######## rf_wb_arbiter_flat ########
rf_wb_arbiter_flat, M3 wires:
Bar = 50 um.
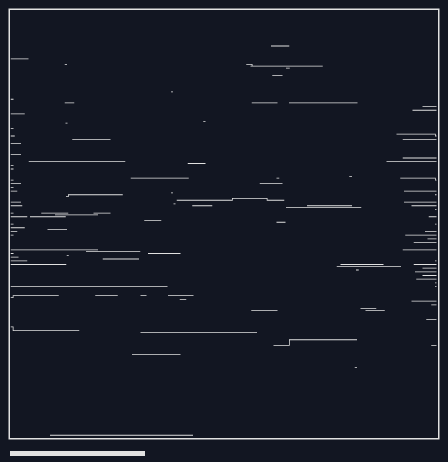

### config.mk
export PLATFORM = sky130hd
export DESIGN_NAME = rf_wb_arbiter_flat
export DESIGN_NICKNAME = d
export VERILOG_FILES = /design/src/rtl/rf_wb_arbiter_if.sv /design/src/rtl/rf_wb_arbiter.sv /design/src/flat_wrapper.sv
export SDC_FILE = /design/constraint.sdc
export NUM_CORES = 1
export LEC_CHECK = 0
export ABC_AREA = 1
export CAP_MARGIN = 10
export CORE_MARGIN = 2
export CORE_UTILIZATION = 35
export CTS_CLUSTER_SIZE = 10
export DETAILED_ROUTE_END_ITERATION = 7
export RECOVER_POWER = 100
export SYNTH_ARGS = -nofsm -noshare
export SYNTH_HDL_FRONTEND = slang
export SYNTH_SLANG_ARGS = --single-unit
### constraint.sdc
create_clock -name clk -period 3.59 [get_ports clk]
set_input_delay 0.359 -clock clk [delete_from_list [all_inputs] [get_ports clk]]
set_output_delay 0.359 -clock clk [all_outputs]
set_load 0.05 [all_outputs]
### src/rtl/rf_wb_arbiter_if.sv
// Register-file writeback bus: source A (pipeline), source B (long-latency unit)
// and the registered register-file write port.
// Optional macro RF_WB_PEND_MASK_EN adds the pend_mask signal.
interface rf_wb_arbiter_if #(
    parameter int unsigned DEPTH = 4
);
    localparam int unsigned CntW = $clog2(DEPTH) + 1;

    // Source A: pipeline writeback, unbuffered
    logic            a_valid;
    logic [4:0]      a_addr;
    logic [31:0]     a_data;
    logic            a_stall;

    // Source B: long-latency unit, valid/ready into the FIFO
    logic            b_valid;
    logic [4:0]      b_addr;
    logic [31:0]     b_data;
    logic            b_ready;

    // Register-file write port
    logic            wr_en;
    logic [4:0]      wr_addr;
    logic [31:0]     wr_data;

    logic [CntW-1:0] fifo_cnt;

`ifdef RF_WB_PEND_MASK_EN
    logic [31:0]     pend_mask;
`endif

    // Requesters and register file side
    modport master (
        output a_valid, a_addr, a_data, b_valid, b_addr, b_data,
        input  a_stall, b_ready, wr_en, wr_addr, wr_data, fifo_cnt
`ifdef RF_WB_PEND_MASK_EN
        , input pend_mask
`endif
    );

    // Arbiter side
    modport slave (
        input  a_valid, a_addr, a_data, b_valid, b_addr, b_data,
        output a_stall, b_ready, wr_en, wr_addr, wr_data, fifo_cnt
`ifdef RF_WB_PEND_MASK_EN
        , output pend_mask
`endif
    );
endinterface

### src/rtl/rf_wb_arbiter.sv
// rf_wb_arbiter: shares the single register-file write port between the
// pipeline writeback (A, priority, unbuffered) and the long-latency unit
// (B, buffered in a DEPTH-entry FIFO). A starvation counter forces a B write
// once the FIFO head has waited MAX_WAIT cycles. Write port is registered.
// Optional macro RF_WB_PEND_MASK_EN adds pend_mask (pending-write interlock).
module rf_wb_arbiter #(
    parameter int unsigned DEPTH    = 4,
    parameter int unsigned MAX_WAIT = 8,
    parameter int unsigned CW       = 8
) (
    input logic            clk,
    input logic            rst,
    rf_wb_arbiter_if.slave bus
);
    localparam int unsigned     PtrW    = $clog2(DEPTH);
    localparam int unsigned     CntW    = PtrW + 1;
    localparam logic [CntW-1:0] FullCnt = CntW'(DEPTH);
    localparam logic [CW-1:0]   MaxWait = CW'(MAX_WAIT);

    typedef enum logic [1:0] {
        GntIdle,
        GntA,
        GntB,
        GntForceB
    } grant_e;

    // FIFO storage and pointers
    logic [4:0]      fifo_addr_q [DEPTH];
    logic [31:0]     fifo_data_q [DEPTH];
    logic [PtrW-1:0] wptr_q, wptr_d;
    logic [PtrW-1:0] rptr_q, rptr_d;
    logic [CntW-1:0] cnt_q, cnt_d;

    // Starvation counter
    logic [CW-1:0]   starve_q, starve_d;

    // Registered write port
    logic            wr_en_q, wr_en_d;
    logic [4:0]      wr_addr_q, wr_addr_d;
    logic [31:0]     wr_data_q, wr_data_d;

    grant_e          grant;
    logic            fifo_empty;
    logic            fifo_full;
    logic            force_b;
    logic            push;
    logic            pop;
    logic [4:0]      head_addr;
    logic [31:0]     head_data;
    logic [4:0]      sel_addr;
    logic [31:0]     sel_data;

    // FIFO status, head entry and the B-side handshake.
    always_comb begin
        fifo_empty = (cnt_q == '0);
        fifo_full  = (cnt_q == FullCnt);
        head_addr  = fifo_addr_q[rptr_q];
        head_data  = fifo_data_q[rptr_q];
        // A full FIFO refuses B even when it pops this cycle.
        push       = bus.b_valid && !fifo_full;
    end

    // Priority grant: forced B, then A, then B, else idle.
    always_comb begin
        grant   = GntIdle;
        force_b = !fifo_empty && (starve_q == MaxWait);
        if (force_b) begin
            grant = GntForceB;
        end else if (bus.a_valid) begin
            grant = GntA;
        end else if (!fifo_empty) begin
            grant = GntB;
        end
    end

    // Select the granted source and decide whether the FIFO pops.
    always_comb begin
        pop      = 1'b0;
        sel_addr = bus.a_addr;
        sel_data = bus.a_data;
        case (grant)
            GntForceB, GntB: begin
                pop      = 1'b1;
                sel_addr = head_addr;
                sel_data = head_data;
            end
            default: ;
        endcase
    end

    // Next write-port state; r0 grants are consumed but never written.
    always_comb begin
        wr_en_d   = (grant != GntIdle) && (sel_addr != 5'd0);
        wr_addr_d = wr_addr_q;
        wr_data_d = wr_data_q;
        // Address/data only move on a real write so idle cycles hold them.
        if (wr_en_d) begin
            wr_addr_d = sel_addr;
            wr_data_d = sel_data;
        end
    end

    // FIFO pointer and occupancy update; pointers wrap as DEPTH is a power of 2.
    always_comb begin
        wptr_d = push ? wptr_q + PtrW'(1) : wptr_q;
        rptr_d = pop  ? rptr_q + PtrW'(1) : rptr_q;
        cnt_d  = cnt_q;
        case ({push, pop})
            2'b10:   cnt_d = cnt_q + CntW'(1);
            2'b01:   cnt_d = cnt_q - CntW'(1);
            default: ;
        endcase
    end

    // Starvation counter: counts cycles the head waits, saturating at MAX_WAIT.
    always_comb begin
        starve_d = starve_q;
        if (fifo_empty || pop) begin
            starve_d = '0;
        end else if (starve_q != MaxWait) begin
            starve_d = starve_q + CW'(1);
        end
    end

    // Control state and write-port registers; reset drops everything in flight.
    always_ff @(posedge clk or negedge rst) begin
        if (!rst) begin
            wptr_q    <= '0;
            rptr_q    <= '0;
            cnt_q     <= '0;
            starve_q  <= '0;
            wr_en_q   <= 1'b0;
            wr_addr_q <= '0;
            wr_data_q <= '0;
        end else begin
            wptr_q    <= wptr_d;
            rptr_q    <= rptr_d;
            cnt_q     <= cnt_d;
            starve_q  <= starve_d;
            wr_en_q   <= wr_en_d;
            wr_addr_q <= wr_addr_d;
            wr_data_q <= wr_data_d;
        end
    end

    // FIFO storage; contents are qualified by cnt_q so no reset is needed.
    always_ff @(posedge clk) begin
        if (push) begin
            fifo_addr_q[wptr_q] <= bus.b_addr;
            fifo_data_q[wptr_q] <= bus.b_data;
        end
    end

    assign bus.a_stall  = bus.a_valid && force_b;
    assign bus.b_ready  = !fifo_full;
    assign bus.wr_en    = wr_en_q;
    assign bus.wr_addr  = wr_addr_q;
    assign bus.wr_data  = wr_data_q;
    assign bus.fifo_cnt = cnt_q;

`ifdef RF_WB_PEND_MASK_EN
    logic [31:0] pend_mask;

    // Registers with a write still queued in the FIFO or sitting in the output stage.
    always_comb begin
        logic [PtrW-1:0] idx;
        pend_mask = '0;
        for (int unsigned i = 0; i < DEPTH; i++) begin
            idx = rptr_q + PtrW'(i);
            if (CntW'(i) < cnt_q) begin
                pend_mask[fifo_addr_q[idx]] = 1'b1;
            end
        end
        if (wr_en_q) begin
            pend_mask[wr_addr_q] = 1'b1;
        end
        pend_mask[0] = 1'b0;
    end

    assign bus.pend_mask = pend_mask;
`endif
endmodule
### src/flat_wrapper.sv
// flat-port wrapper written by rule: the top's interface ports become plain ports
module rf_wb_arbiter_flat 
#(
    parameter int unsigned DEPTH    = 4,
    parameter int unsigned MAX_WAIT = 8,
    parameter int unsigned CW       = 8
)
  (clk, rst, bus_a_valid, bus_a_addr, bus_a_data, bus_b_valid, bus_b_addr, bus_b_data, bus_a_stall, bus_b_ready, bus_wr_en, bus_wr_addr, bus_wr_data, bus_fifo_cnt);
  rf_wb_arbiter_if #(.DEPTH(DEPTH)) bus_i ();
  input logic clk;
  input logic rst;
  input wire logic [$bits(bus_i.a_valid)-1:0] bus_a_valid;
  input wire logic [$bits(bus_i.a_addr)-1:0] bus_a_addr;
  input wire logic [$bits(bus_i.a_data)-1:0] bus_a_data;
  input wire logic [$bits(bus_i.b_valid)-1:0] bus_b_valid;
  input wire logic [$bits(bus_i.b_addr)-1:0] bus_b_addr;
  input wire logic [$bits(bus_i.b_data)-1:0] bus_b_data;
  output wire logic [$bits(bus_i.a_stall)-1:0] bus_a_stall;
  output wire logic [$bits(bus_i.b_ready)-1:0] bus_b_ready;
  output wire logic [$bits(bus_i.wr_en)-1:0] bus_wr_en;
  output wire logic [$bits(bus_i.wr_addr)-1:0] bus_wr_addr;
  output wire logic [$bits(bus_i.wr_data)-1:0] bus_wr_data;
  output wire logic [$bits(bus_i.fifo_cnt)-1:0] bus_fifo_cnt;
  assign bus_i.a_valid = bus_a_valid;
  assign bus_i.a_addr = bus_a_addr;
  assign bus_i.a_data = bus_a_data;
  assign bus_i.b_valid = bus_b_valid;
  assign bus_i.b_addr = bus_b_addr;
  assign bus_i.b_data = bus_b_data;
  assign bus_a_stall = bus_i.a_stall;
  assign bus_b_ready = bus_i.b_ready;
  assign bus_wr_en = bus_i.wr_en;
  assign bus_wr_addr = bus_i.wr_addr;
  assign bus_wr_data = bus_i.wr_data;
  assign bus_fifo_cnt = bus_i.fifo_cnt;
  rf_wb_arbiter #(.DEPTH(DEPTH), .MAX_WAIT(MAX_WAIT), .CW(CW)) u_core (.clk(clk), .rst(rst), .bus(bus_i));
endmodule
######## ps2_scancode_decoder ########
File: config.mk
export PLATFORM = sky130hd
export DESIGN_NAME = ps2_scancode_decoder
export DESIGN_NICKNAME = d
export VERILOG_FILES = /design/src/rtl/ps2_pkg.sv /design/src/rtl/ps2_event_fifo.sv /design/src/rtl/ps2_scancode_decoder.sv
export SDC_FILE = /design/constraint.sdc
export NUM_CORES = 1
export LEC_CHECK = 0
export ABC_AREA = 1
export CORE_MARGIN = 5
export CORE_UTILIZATION = 30
export CTS_BUF_LIST = sky130_fd_sc_hd__clkbuf_2
export DETAILED_ROUTE_END_ITERATION = 7
export PLACE_DENSITY = 0.42
export SLEW_MARGIN = 20
export SYNTH_ARGS = -nofsm -noshare
export SYNTH_HDL_FRONTEND = slang
export SYNTH_HIERARCHICAL = 1
export SYNTH_SLANG_ARGS = --single-unit
File: constraint.sdc
create_clock -name clock -period 4.25 [get_ports clock]
set_input_delay 0.85 -clock clock [delete_from_list [all_inputs] [get_ports clock]]
set_output_delay 0.85 -clock clock [all_outputs]
set_load 0.01 [all_outputs]
File: src/rtl/ps2_pkg.sv
// ps2_pkg: shared scancode constants, FSM states and event record for the PS/2 decoder.
package ps2_pkg;
  typedef enum logic [2:0] {IDLE, EXT, BRK, EXTBRK, PAUSE} ps2_state_e;
  localparam logic [7:0] PS2_EXT = 8'hE0;
  localparam logic [7:0] PS2_BRK = 8'hF0;
  localparam logic [7:0] PS2_PAUSE = 8'hE1;
  localparam logic [7:0] PAUSE_CODE = 8'h77;
  localparam logic [7:0] ST_BAT = 8'hAA;
  localparam logic [7:0] ST_ACK = 8'hFA;
  localparam logic [7:0] ST_ECHO = 8'hEE;
  localparam logic [7:0] ST_RESEND = 8'hFE;
  localparam logic [7:0] ST_ERR0 = 8'h00;
  localparam logic [7:0] ST_ERR1 = 8'hFF;
  localparam logic [7:0] MOD_LSHIFT = 8'h12;
  localparam logic [7:0] MOD_RSHIFT = 8'h59;
  localparam logic [7:0] MOD_CTRL = 8'h14;
  localparam logic [7:0] MOD_ALT = 8'h11;
  typedef struct packed {
    logic rel;
    logic ext;
    logic [7:0] code;
  } ps2_event_t;
  function automatic logic is_status(input logic [7:0] b);
    return b == ST_BAT || b == ST_ACK || b == ST_ECHO || b == ST_RESEND || b == ST_ERR0 || b == ST_ERR1;
  endfunction
endpackage

File: src/rtl/ps2_event_fifo.sv
// ps2_event_fifo: synchronous event FIFO with a registered head entry.
module ps2_event_fifo
  import ps2_pkg::*;
#(
  parameter int DEPTH = 8
) (
  input  logic       clock,
  input  logic       reset_n,
  input  logic       push,
  input  ps2_event_t din,
  input  logic       pop,
  output ps2_event_t dout,
  output logic       valid,
  output logic       drop
);
  localparam int AW = $clog2(DEPTH);
  ps2_event_t mem [DEPTH];
  ps2_event_t head_nx;
  logic [AW:0] wr, rd, wr_nx, rd_nx;
  logic empty, full, pop_do, push_do;
  always_comb begin
    empty = wr == rd;
    full = (wr[AW] != rd[AW]) && (wr[AW-1:0] == rd[AW-1:0]);
    pop_do = pop && !empty;
    push_do = push && (!full || pop_do);
    drop = push && !push_do;
    rd_nx = rd + (AW+1)'(pop_do);
    wr_nx = wr + (AW+1)'(push_do);
    // a push landing in the new head slot bypasses the memory read
    head_nx = (wr_nx == rd_nx) ? '0 :
              (push_do && wr[AW-1:0] == rd_nx[AW-1:0]) ? din : mem[rd_nx[AW-1:0]];
  end
  always_ff @(posedge clock)
    if (push_do) mem[wr[AW-1:0]] <= din;
  always_ff @(posedge clock or negedge reset_n)
    if (!reset_n) begin
      wr <= '0;
      rd <= '0;
      dout <= '0;
      valid <= 1'b0;
    end else begin
      wr <= wr_nx;
      rd <= rd_nx;
      dout <= head_nx;
      valid <= wr_nx != rd_nx;
    end
endmodule

File: src/rtl/ps2_scancode_decoder.sv
// ps2_scancode_decoder: Set-2 byte stream to key events with modifier tracking and event FIFO.
// Optional PS2DEC_TIMEOUT_EN aborts a stalled prefix sequence after TIMEOUT_CYCLES idle clocks.
module ps2_scancode_decoder
  import ps2_pkg::*;
#(
  parameter int FIFO_DEPTH = 8,
  parameter int TIMEOUT_CYCLES = 100000
) (
  input  logic       clock,
  input  logic       reset_n,
  input  logic [7:0] rx_data,
  input  logic       rx_valid,
  output logic [7:0] key_code,
  output logic       key_ext,
  output logic       key_release,
  output logic       key_valid,
  input  logic       key_ready,
  output logic       mod_shift,
  output logic       mod_ctrl,
  output logic       mod_alt,
  output logic [7:0] status_byte,
  output logic       status_valid,
  output logic       overflow,
  input  logic       ovf_clr
);
  ps2_state_e state, state_nx;
  logic [2:0] pcnt, pcnt_nx;
  logic emit, st_hit, drop;
  ps2_event_t ev, head;
  logic lshift, rshift, lctrl, rctrl, lalt, ralt;
`ifdef PS2DEC_TIMEOUT_EN
  localparam int TW = $clog2(TIMEOUT_CYCLES + 1);
  logic [TW-1:0] tmo;
  always_ff @(posedge clock or negedge reset_n)
    if (!reset_n) tmo <= TW'(TIMEOUT_CYCLES - 1);
    else if (state == IDLE || rx_valid) tmo <= TW'(TIMEOUT_CYCLES - 1);
    else if (tmo != '0) tmo <= tmo - 1'b1;
`endif
  always_comb begin
    state_nx = state;
    pcnt_nx = pcnt;
    emit = 1'b0;
    st_hit = 1'b0;
    ev = '0;
    if (rx_valid) begin
      case (state)
        IDLE: begin
          if (rx_data == PS2_EXT) state_nx = EXT;
          else if (rx_data == PS2_BRK) state_nx = BRK;
          else if (rx_data == PS2_PAUSE) begin
            state_nx = PAUSE;
            pcnt_nx = '0;
          end else if (is_status(rx_data)) st_hit = 1'b1;
          else begin
            emit = 1'b1;
            ev = '{rel: 1'b0, ext: 1'b0, code: rx_data};
          end
        end
        EXT: begin
          if (rx_data == PS2_BRK) state_nx = EXTBRK;
          else if (rx_data != PS2_EXT) begin
            emit = 1'b1;
            ev = '{rel: 1'b0, ext: 1'b1, code: rx_data};
            state_nx = IDLE;
          end
        end
        BRK: begin
          emit = 1'b1;
          ev = '{rel: 1'b1, ext: 1'b0, code: rx_data};
          state_nx = IDLE;
        end
        EXTBRK: begin
          emit = 1'b1;
          ev = '{rel: 1'b1, ext: 1'b1, code: rx_data};
          state_nx = IDLE;
        end
        PAUSE: begin
          pcnt_nx = pcnt + 3'd1;
          if (pcnt == 3'd6) begin
            emit = 1'b1;
            ev = '{rel: 1'b0, ext: 1'b1, code: PAUSE_CODE};
            state_nx = IDLE;
          end
        end
        default: state_nx = IDLE;
      endcase
    end
`ifdef PS2DEC_TIMEOUT_EN
    else if (state != IDLE && tmo == '0) state_nx = IDLE;
`endif
  end
  always_ff @(posedge clock or negedge reset_n)
    if (!reset_n) begin
      state <= IDLE;
      pcnt <= '0;
      status_byte <= '0;
      status_valid <= 1'b0;
      overflow <= 1'b0;
    end else begin
      state <= state_nx;
      pcnt <= pcnt_nx;
      status_valid <= st_hit;
      if (st_hit) status_byte <= rx_data;
      overflow <= drop ? 1'b1 : ovf_clr ? 1'b0 : overflow;
    end
  // left and right sources tracked separately so releasing one side keeps the other held
  always_ff @(posedge clock or negedge reset_n)
    if (!reset_n) {lshift, rshift, lctrl, rctrl, lalt, ralt} <= '0;
    else if (emit) begin
      if (!ev.ext && ev.code == MOD_LSHIFT) lshift <= !ev.rel;
      if (!ev.ext && ev.code == MOD_RSHIFT) rshift <= !ev.rel;
      if (!ev.ext && ev.code == MOD_CTRL) lctrl <= !ev.rel;
      if (ev.ext && ev.code == MOD_CTRL) rctrl <= !ev.rel;
      if (!ev.ext && ev.code == MOD_ALT) lalt <= !ev.rel;
      if (ev.ext && ev.code == MOD_ALT) ralt <= !ev.rel;
    end
  assign mod_shift = lshift | rshift;
  assign mod_ctrl = lctrl | rctrl;
  assign mod_alt = lalt | ralt;
  ps2_event_fifo #(.DEPTH(FIFO_DEPTH)) u_fifo (
    .clock(clock),
    .reset_n(reset_n),
    .push(emit),
    .din(ev),
    .pop(key_ready),
    .dout(head),
    .valid(key_valid),
    .drop(drop)
  );
  assign key_code = head.code;
  assign key_ext = head.ext;
  assign key_release = head.rel;
endmodule

rf_wb_arbiter_flat, I/O nets highlighted:
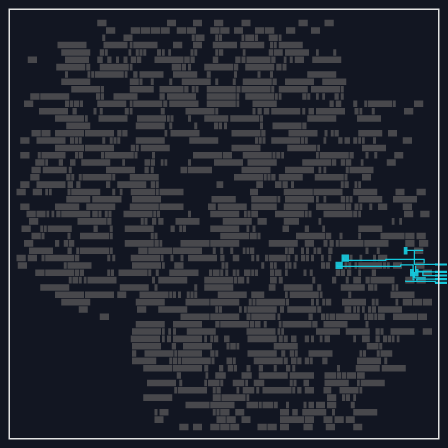
- bus_a_addr: cyan (bits 5; direction input; edge right; end cells 5; buffers 5; wire 136 um)
port buffer count: 120
I/O pins: 121

## Picture notes: 'M3 wires' of rf_wb_arbiter_flat
- share of all routed wire: 5.1%
- longest straight run: 57.7 um
- wire length on this layer: 1030 um
- main direction: horizontal
final wirelength: 20.4 mm
GR Util met3: 2.75%
Vias: 5746

==> qor.yml, rf_wb_arbiter_flat <==
setup_path:
  worstRegToRegCells: 14
  worstPathCellList: "inv_1 > ha_1 > nand3_1 > nor2_1 > nand2_1 > nor2_1 > dlygate4sd3_1"
  worstPathRequired_ns: 3.23
  crit_slowest_cell: "dlygate4sd3_1"
  r2r_setup_slack_ns: 0.72
  end_kind: "output pin"
  critPathLaunch: "u_core.starve_q[0]$_DFFE_PN0P_"
  worst_path_most_repeated_cell: "nor2_1"
  start_kind: "flip-flop"
  arrival_ns: 2.56
synthesis:
  yosysCellCount: 760
  ys.warnings.count: 0
  synth_flops: 201
  floorplan.nets: 846
  mux_share_pct: 0
  simple_gate_area_share_pct: 17.5
  synthAoiAreaFrac_pct: 7.22
  netlist_instances: 760
  edf_count: 148
  synth_top_area_share_pct: 53.2
  async_flop_share_pct: 26.4
floorplanning:
  rows: 56
  core_area_mm2: 0.0235
  dieArea_mm2: 0.0251
  die_w_um: 159
  die_y_um: 159
clocking:
  cts.hold.buffers_added: 1
  cts_resized: 0
  htree_levels: 1
  cts.sinks: 201
  cts_tree: "built"
  clockRootBuffer: "clkbuf_16"
  path_clk_slew_ns: 0.05
sta:
  worstMarginPinSlew_ns: 1.49
  fin_crit_ns: 2.91
  whs_ns: 0.463
power_and_ir_drop:
  p_leak_nw: 4.04
  swShare_pct: 40.1
  p_int_mw: 5.47
  peakVddDrop_mv: 0.412
  pwr.group.combinational_mw: 3.51
  p_switching_mw: 3.66
  pwr_density_cell_mw_per_mm2: 863
layout:
  lay_top_cells: "nor2_1 (177), edfxtp_1 (148), nand2_1 (116), dlygate4sd3_1 (81), o21ai_0 (68)"
  inv_count: 35
  layout-drive-gt1-share_pct: 6.89
  flop-count: 201
  seq_area_mm2: 0.00577
  clock_buffers: 42
  design_area_mm2: 0.0106
  fillCellCount: 2187
placed_design:
  dpl_cell_area_mm2: 0.00990
drt:
  drc_errors: 0
  wl_per_cell_um: 16.7
  drt_iter0_drc: 311
run_status:
  status: "finished clean"
hold_path:
  hp-class: "flip-flop to flip-flop"
-- rf_wb_arbiter_flat: stage by stage --
stage	util [%]	worst slack [ns]	cells
floorplan	-	0.0120	760
global placement	42.2	1.07	1174
detailed placement	42.2	0.972	1174
CTS	45.2	0.732	1219
global route	45.1	0.333	1220
finish	45.1	0.675	1221
-- rf_wb_arbiter_flat: metal layers --
metal | global-route usage, % | vias up | wire length, um
li1 | - | 2840 | -
met1 | 22.7 | 2727 | 9440
met2 | 27.0 | 139 | 9420
met3 | 2.75 | 36 | 1030
met4 | 4.89 | 4 | 464
met5 | 0 | - | 27
ps2_scancode_decoder, I/O nets highlighted:
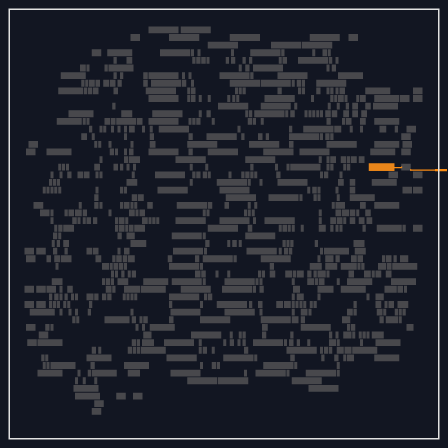
- key_release: orange (bits 1; direction output; edge right; end cells 1; buffers 1; wire 12.7 um)
port buffer count: 36
I/O pins: 37

==> qor.yml, ps2_scancode_decoder <==
synthesis:
  synth-adder-area-share_pct: 1.23
  floorplan.nets: 691
  synth_top_area_share_pct: 39.4
  synth_area_per_cell_um2: 9.08
  netlist_instances: 672
layout:
  lay_top_count: "nand2_1"
  lay_top_cells: "nand2_1 (233), edfxtp_1 (80), nand3_1 (60), inv_1 (55), dfrtp_1 (41)"
  layout.cells.non_filler: 1004
  largest_reg_flops: 80
floorplanning:
  dieArea_mm2: 0.0233
  core_area_mm2: 0.0201
grt:
  use_met3_pct: 3.35
  top_usage_layer: "met2"
  first_global_vias: 4462
  antenna_found_initial: 1
drt:
  drt_pass1_iterations: 5
  drc_errors: 0
  drt_iter0_drc: 238
sta:
  tns_ns: 0
  whs_ns: 0.138
clocking:
  clock_latency_ns: 0.68
  cts_resized: 0
setup_path:
  worstRegToRegCells: 17
run_status:
  status: "finished clean"
## ps2_scancode_decoder: final cells by class
type                            count  share of cell area [%]
Clock inverter                     14                    2.81
Inverter                           71                    3.80
Antenna cell                        1                  0.0353
Tap cell                          270                    4.77
Timing Repair Buffer               51                    6.65
Sequential cell                   121                    48.4
Multi-Input combinational cell    458                    32.2
Clock buffer                       18                    1.27
## ps2_scancode_decoder: layer usage
metal | up-vias | share of wire [%]
li1 | 2277 | -
met3 | 24 | 3.7
met1 | 2095 | 47
met5 | - | 0
met4 | 0 | 1.9
met2 | 93 | 47

######## reg_apb_bridge ########
--- config.mk ---
export PLATFORM = sky130hd
export DESIGN_NAME = reg_apb_bridge
export DESIGN_NICKNAME = d
export VERILOG_FILES = /design/src/rtl/reg_apb_bridge.sv
export SDC_FILE = /design/constraint.sdc
export NUM_CORES = 1
export LEC_CHECK = 0
export CELL_PAD_IN_SITES_DETAIL_PLACEMENT = 1
export CELL_PAD_IN_SITES_GLOBAL_PLACEMENT = 1
export CORE_UTILIZATION = 32
export CTS_CLUSTER_SIZE = 28
export DETAILED_ROUTE_END_ITERATION = 16
export HOLD_SLACK_MARGIN = 0.02
export PLACE_DENSITY = 0.9
export RECOVER_POWER = 100
export SLEW_MARGIN = 25
export SYNTH_ARGS = -nofsm -noshare
export SYNTH_HDL_FRONTEND = slang
export SYNTH_SLANG_ARGS = --single-unit
--- constraint.sdc ---
create_clock -name clk -period 10.2 [get_ports clk]
set_input_delay 2.04 -clock clk [delete_from_list [all_inputs] [get_ports clk]]
set_output_delay 2.04 -clock clk [all_outputs]
set_load 0.05 [all_outputs]
--- src/rtl/reg_apb_bridge.sv ---
// Register-bus to multi-slave APB bridge.
// Decodes the slave index from the request address, runs one APB SETUP/ACCESS
// transfer, and returns a single-cycle ack. Decode, slave and timeout failures
// are all reported on error.
module reg_apb_bridge #(
  parameter int unsigned ADDR_WIDTH      = 32,
  parameter int unsigned DATA_WIDTH      = 32,
  parameter int unsigned NUM_SLAVES      = 4,
  parameter int unsigned SLAVE_SPAN_BITS = 12,
  parameter int unsigned TIMEOUT_CYCLES  = 256
) (
  input  logic                             clk,
  input  logic                             reset,
  // register-bus side
  input  logic [ADDR_WIDTH-1:0]            addr,
  input  logic [DATA_WIDTH-1:0]            wdata,
  input  logic                             valid,
  input  logic                             read,
  input  logic                             write,
  output logic [DATA_WIDTH-1:0]            rdata,
  output logic                             ack,
  output logic                             error,
  // APB side
  output logic [ADDR_WIDTH-1:0]            paddr,
  output logic [DATA_WIDTH-1:0]            pwdata,
  output logic                             pwrite,
  output logic [NUM_SLAVES-1:0]            psel,
  output logic                             penable,
  input  logic [NUM_SLAVES*DATA_WIDTH-1:0] prdata,
  input  logic [NUM_SLAVES-1:0]            pready,
  input  logic [NUM_SLAVES-1:0]            pslverr
);

  localparam int unsigned SEL_W   = (NUM_SLAVES > 1) ? $clog2(NUM_SLAVES) : 1;
  localparam int unsigned IDX_W   = SEL_W + 1;
  localparam int unsigned HI_LSB  = SLAVE_SPAN_BITS + SEL_W;
  localparam int unsigned CNT_RAW = $clog2(TIMEOUT_CYCLES + 1);
  localparam int unsigned CNT_W   = (CNT_RAW > 0) ? CNT_RAW : 1;

  typedef enum logic [1:0] {
    ST_IDLE   = 2'd0,
    ST_SETUP  = 2'd1,
    ST_ACCESS = 2'd2,
    ST_RESP   = 2'd3
  } state_t;

  state_t           state;
  logic [SEL_W-1:0] sel_idx;
  logic [CNT_W-1:0] cnt;

  logic [SEL_W-1:0]      addr_idx;
  logic                  hi_bits_set;
  logic                  dec_err;
  logic                  req_one;
  logic                  req_both;
  logic [NUM_SLAVES-1:0] dec_onehot;
  logic [DATA_WIDTH-1:0] prdata_sel;
  logic                  pready_sel;
  logic                  pslverr_sel;
  logic [CNT_W-1:0]      cnt_inc;
  logic                  timeout_hit;

  // Address decode of the incoming request
  assign addr_idx    = addr[SLAVE_SPAN_BITS +: SEL_W];
  assign hi_bits_set = |(addr >> HI_LSB);
  assign dec_err     = ({1'b0, addr_idx} >= IDX_W'(NUM_SLAVES)) || hi_bits_set;
  assign req_one     = valid && (read ^ write);
  assign req_both    = valid && read && write;

  // Access-phase timeout detection; a zero limit disables it
  assign cnt_inc     = cnt + CNT_W'(1);
  assign timeout_hit = (TIMEOUT_CYCLES != 0) && (cnt_inc == CNT_W'(TIMEOUT_CYCLES));

  // One-hot select for the request and return-path mux for the latched slave
  always_comb begin
    dec_onehot  = '0;
    prdata_sel  = '0;
    pready_sel  = 1'b0;
    pslverr_sel = 1'b0;
    for (int unsigned i = 0; i < NUM_SLAVES; i++) begin
      if (addr_idx == SEL_W'(i)) begin
        dec_onehot[i] = 1'b1;
      end
      if (sel_idx == SEL_W'(i)) begin
        prdata_sel  = prdata[i*DATA_WIDTH +: DATA_WIDTH];
        pready_sel  = pready[i];
        pslverr_sel = pslverr[i];
      end
    end
  end

  // Transfer FSM with registered bus outputs
  always_ff @(posedge clk or posedge reset) begin
    if (reset) begin
      state   <= ST_IDLE;
      sel_idx <= '0;
      cnt     <= '0;
      rdata   <= '0;
      ack     <= 1'b0;
      error   <= 1'b0;
      paddr   <= '0;
      pwdata  <= '0;
      pwrite  <= 1'b0;
      psel    <= '0;
      penable <= 1'b0;
    end else begin
      ack   <= 1'b0;
      error <= 1'b0;
      case (state)
        ST_IDLE: begin
          if (req_one) begin
            paddr   <= addr;
            pwdata  <= wdata;
            pwrite  <= write;
            sel_idx <= addr_idx;
            if (dec_err) begin
              state <= ST_RESP;
              ack   <= 1'b1;
              error <= 1'b1;
            end else begin
              state <= ST_SETUP;
              psel  <= dec_onehot;
              cnt   <= '0;
            end
          end else if (req_both) begin
            state <= ST_RESP;
            ack   <= 1'b1;
            error <= 1'b1;
          end
        end
        ST_SETUP: begin
          state   <= ST_ACCESS;
          penable <= 1'b1;
        end
        ST_ACCESS: begin
          if (pready_sel) begin
            state   <= ST_RESP;
            ack     <= 1'b1;
            error   <= pslverr_sel;
            psel    <= '0;
            penable <= 1'b0;
            if (!pwrite) begin
              rdata <= prdata_sel;
            end
          end else if (timeout_hit) begin
            state   <= ST_RESP;
            ack     <= 1'b1;
            error   <= 1'b1;
            psel    <= '0;
            penable <= 1'b0;
          end else begin
            cnt <= cnt_inc;
          end
        end
        ST_RESP: begin
          state <= ST_IDLE;
        end
        default: begin
          state <= ST_IDLE;
        end
      endcase
    end
  end

endmodule

reg_apb_bridge, M3 wires:
Bar = 50 um.
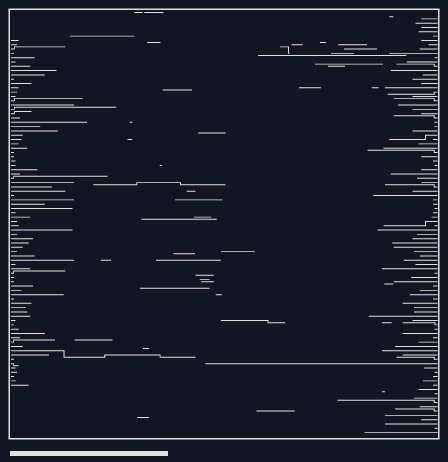
- wire length on this layer: 1890 um
- nets with wire on the layer: 206
final wirelength: 21.2 mm
Vias: 4813

==> qor.yml <==
drt:
  wl_per_cell_um: 22.7
  viasPerCell: 5.16
  dr.max_layer_used: "met5"
hold_path:
  hp-class: "flip-flop to flip-flop"
  worstHoldEndpoint: "rdata[5]$_DFFE_PP0P_"
power_and_ir_drop:
  comb_power_share_pct: 56.1
  peakVddDrop_mv: 0.270
  swShare_pct: 47.3
  p_switching_mw: 1.51
  pg_seq_mw: 0.800
  clockPowerShare_pct: 18.9
  pwr.group.combinational_mw: 1.80
  top_power_group: "combinational cells"
clocking:
  path_clk_slew_ns: 0.06
  cts.hold.buffers_added: 0
  cts_resized: 0
synthesis:
  synth_area_per_cell_um2: 14.6
  floorplan.nets: 599
  topCellsByArea: "dfrtp_1 (51%), mux2_2 (19%), mux4_2 (13%), ha_1 (1.1%), nand2_1 (1.1%)"
  ys_seq_share_pct: 50.8
  xor_share_pct: 0.464
grt:
  grt_max_degree: 70
  antenna_found_initial: 1
  grt_pass1_wl_mm: 31.4
  top_usage_layer: "met2"
  grt_overflow: 0
floorplanning:
  dieArea_mm2: 0.0182
  taps: 225
setup_path:
  worstPathRequired_ns: 10.49
  worstPathCellList: "dlygate4sd3_1 > nand2_1 > nor2_1 > clkbuf_1 > mux2_2"
  crit_buf_inv: 2
  end_kind: "flip-flop"
  r2r-start: "state[1]$_DFFE_PP0P_"
layout:
  diodes: 0
  clk_share_pct: 6.28
  buffer_area_share_pct: 32.8
  largestRegisters: "paddr (32), pwdata (32), rdata (32)"
sta:
  fin_crit_ns: 5.73
  final_max_slew_viol_count: 159
  final-hold-violation-count: 0
run_status:
  failed_checks: "capacitance limit, slew limit"
  status: "complete, but fails checks"
job:
  cap_viol_max_count: 4
==> placed cells by master, fill, tap and decap left out, types with 5 or more instances in the layout <==
cell type and count:
o21ai_0 9, nand2_1 16, mux2_1 5, nor4_1 6, clkbuf_16 17, dlygate4sd3_1 108, o211ai_1 6, inv_1 10
clkdlybuf4s50_1 200, nand3_1 9, mux4_2 33, dfrtp_1 114, mux2_2 92, ha_1 5


==> layout pictures side by side <==
Placement view.
picture 1
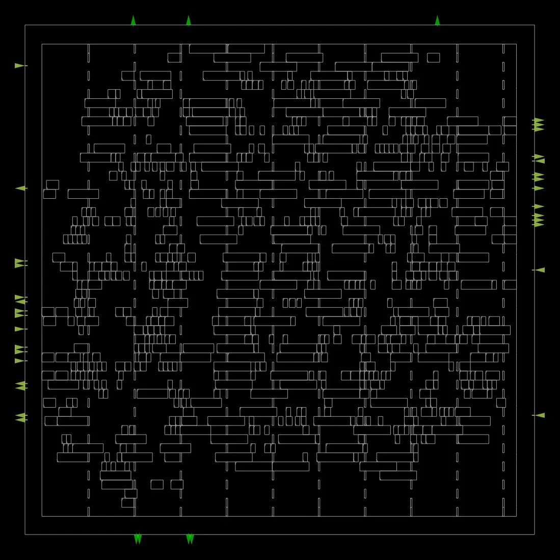
picture 2
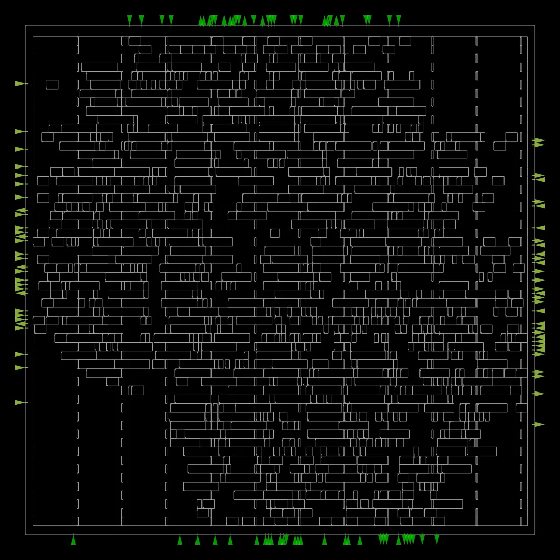
picture 3
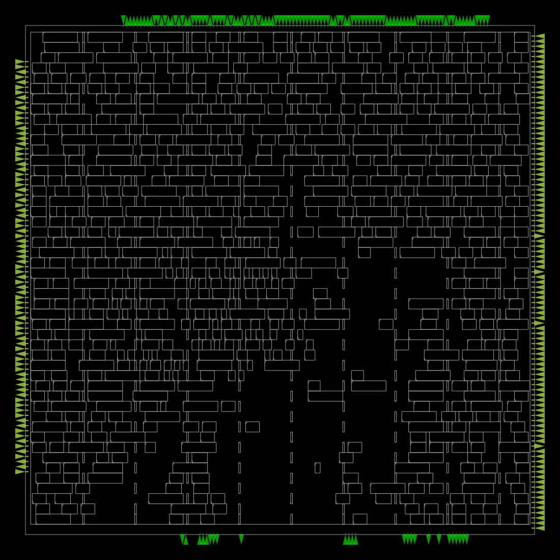
reg_apb_bridge: picture 3
rf_wb_arbiter_flat: picture 2
ps2_scancode_decoder: picture 1

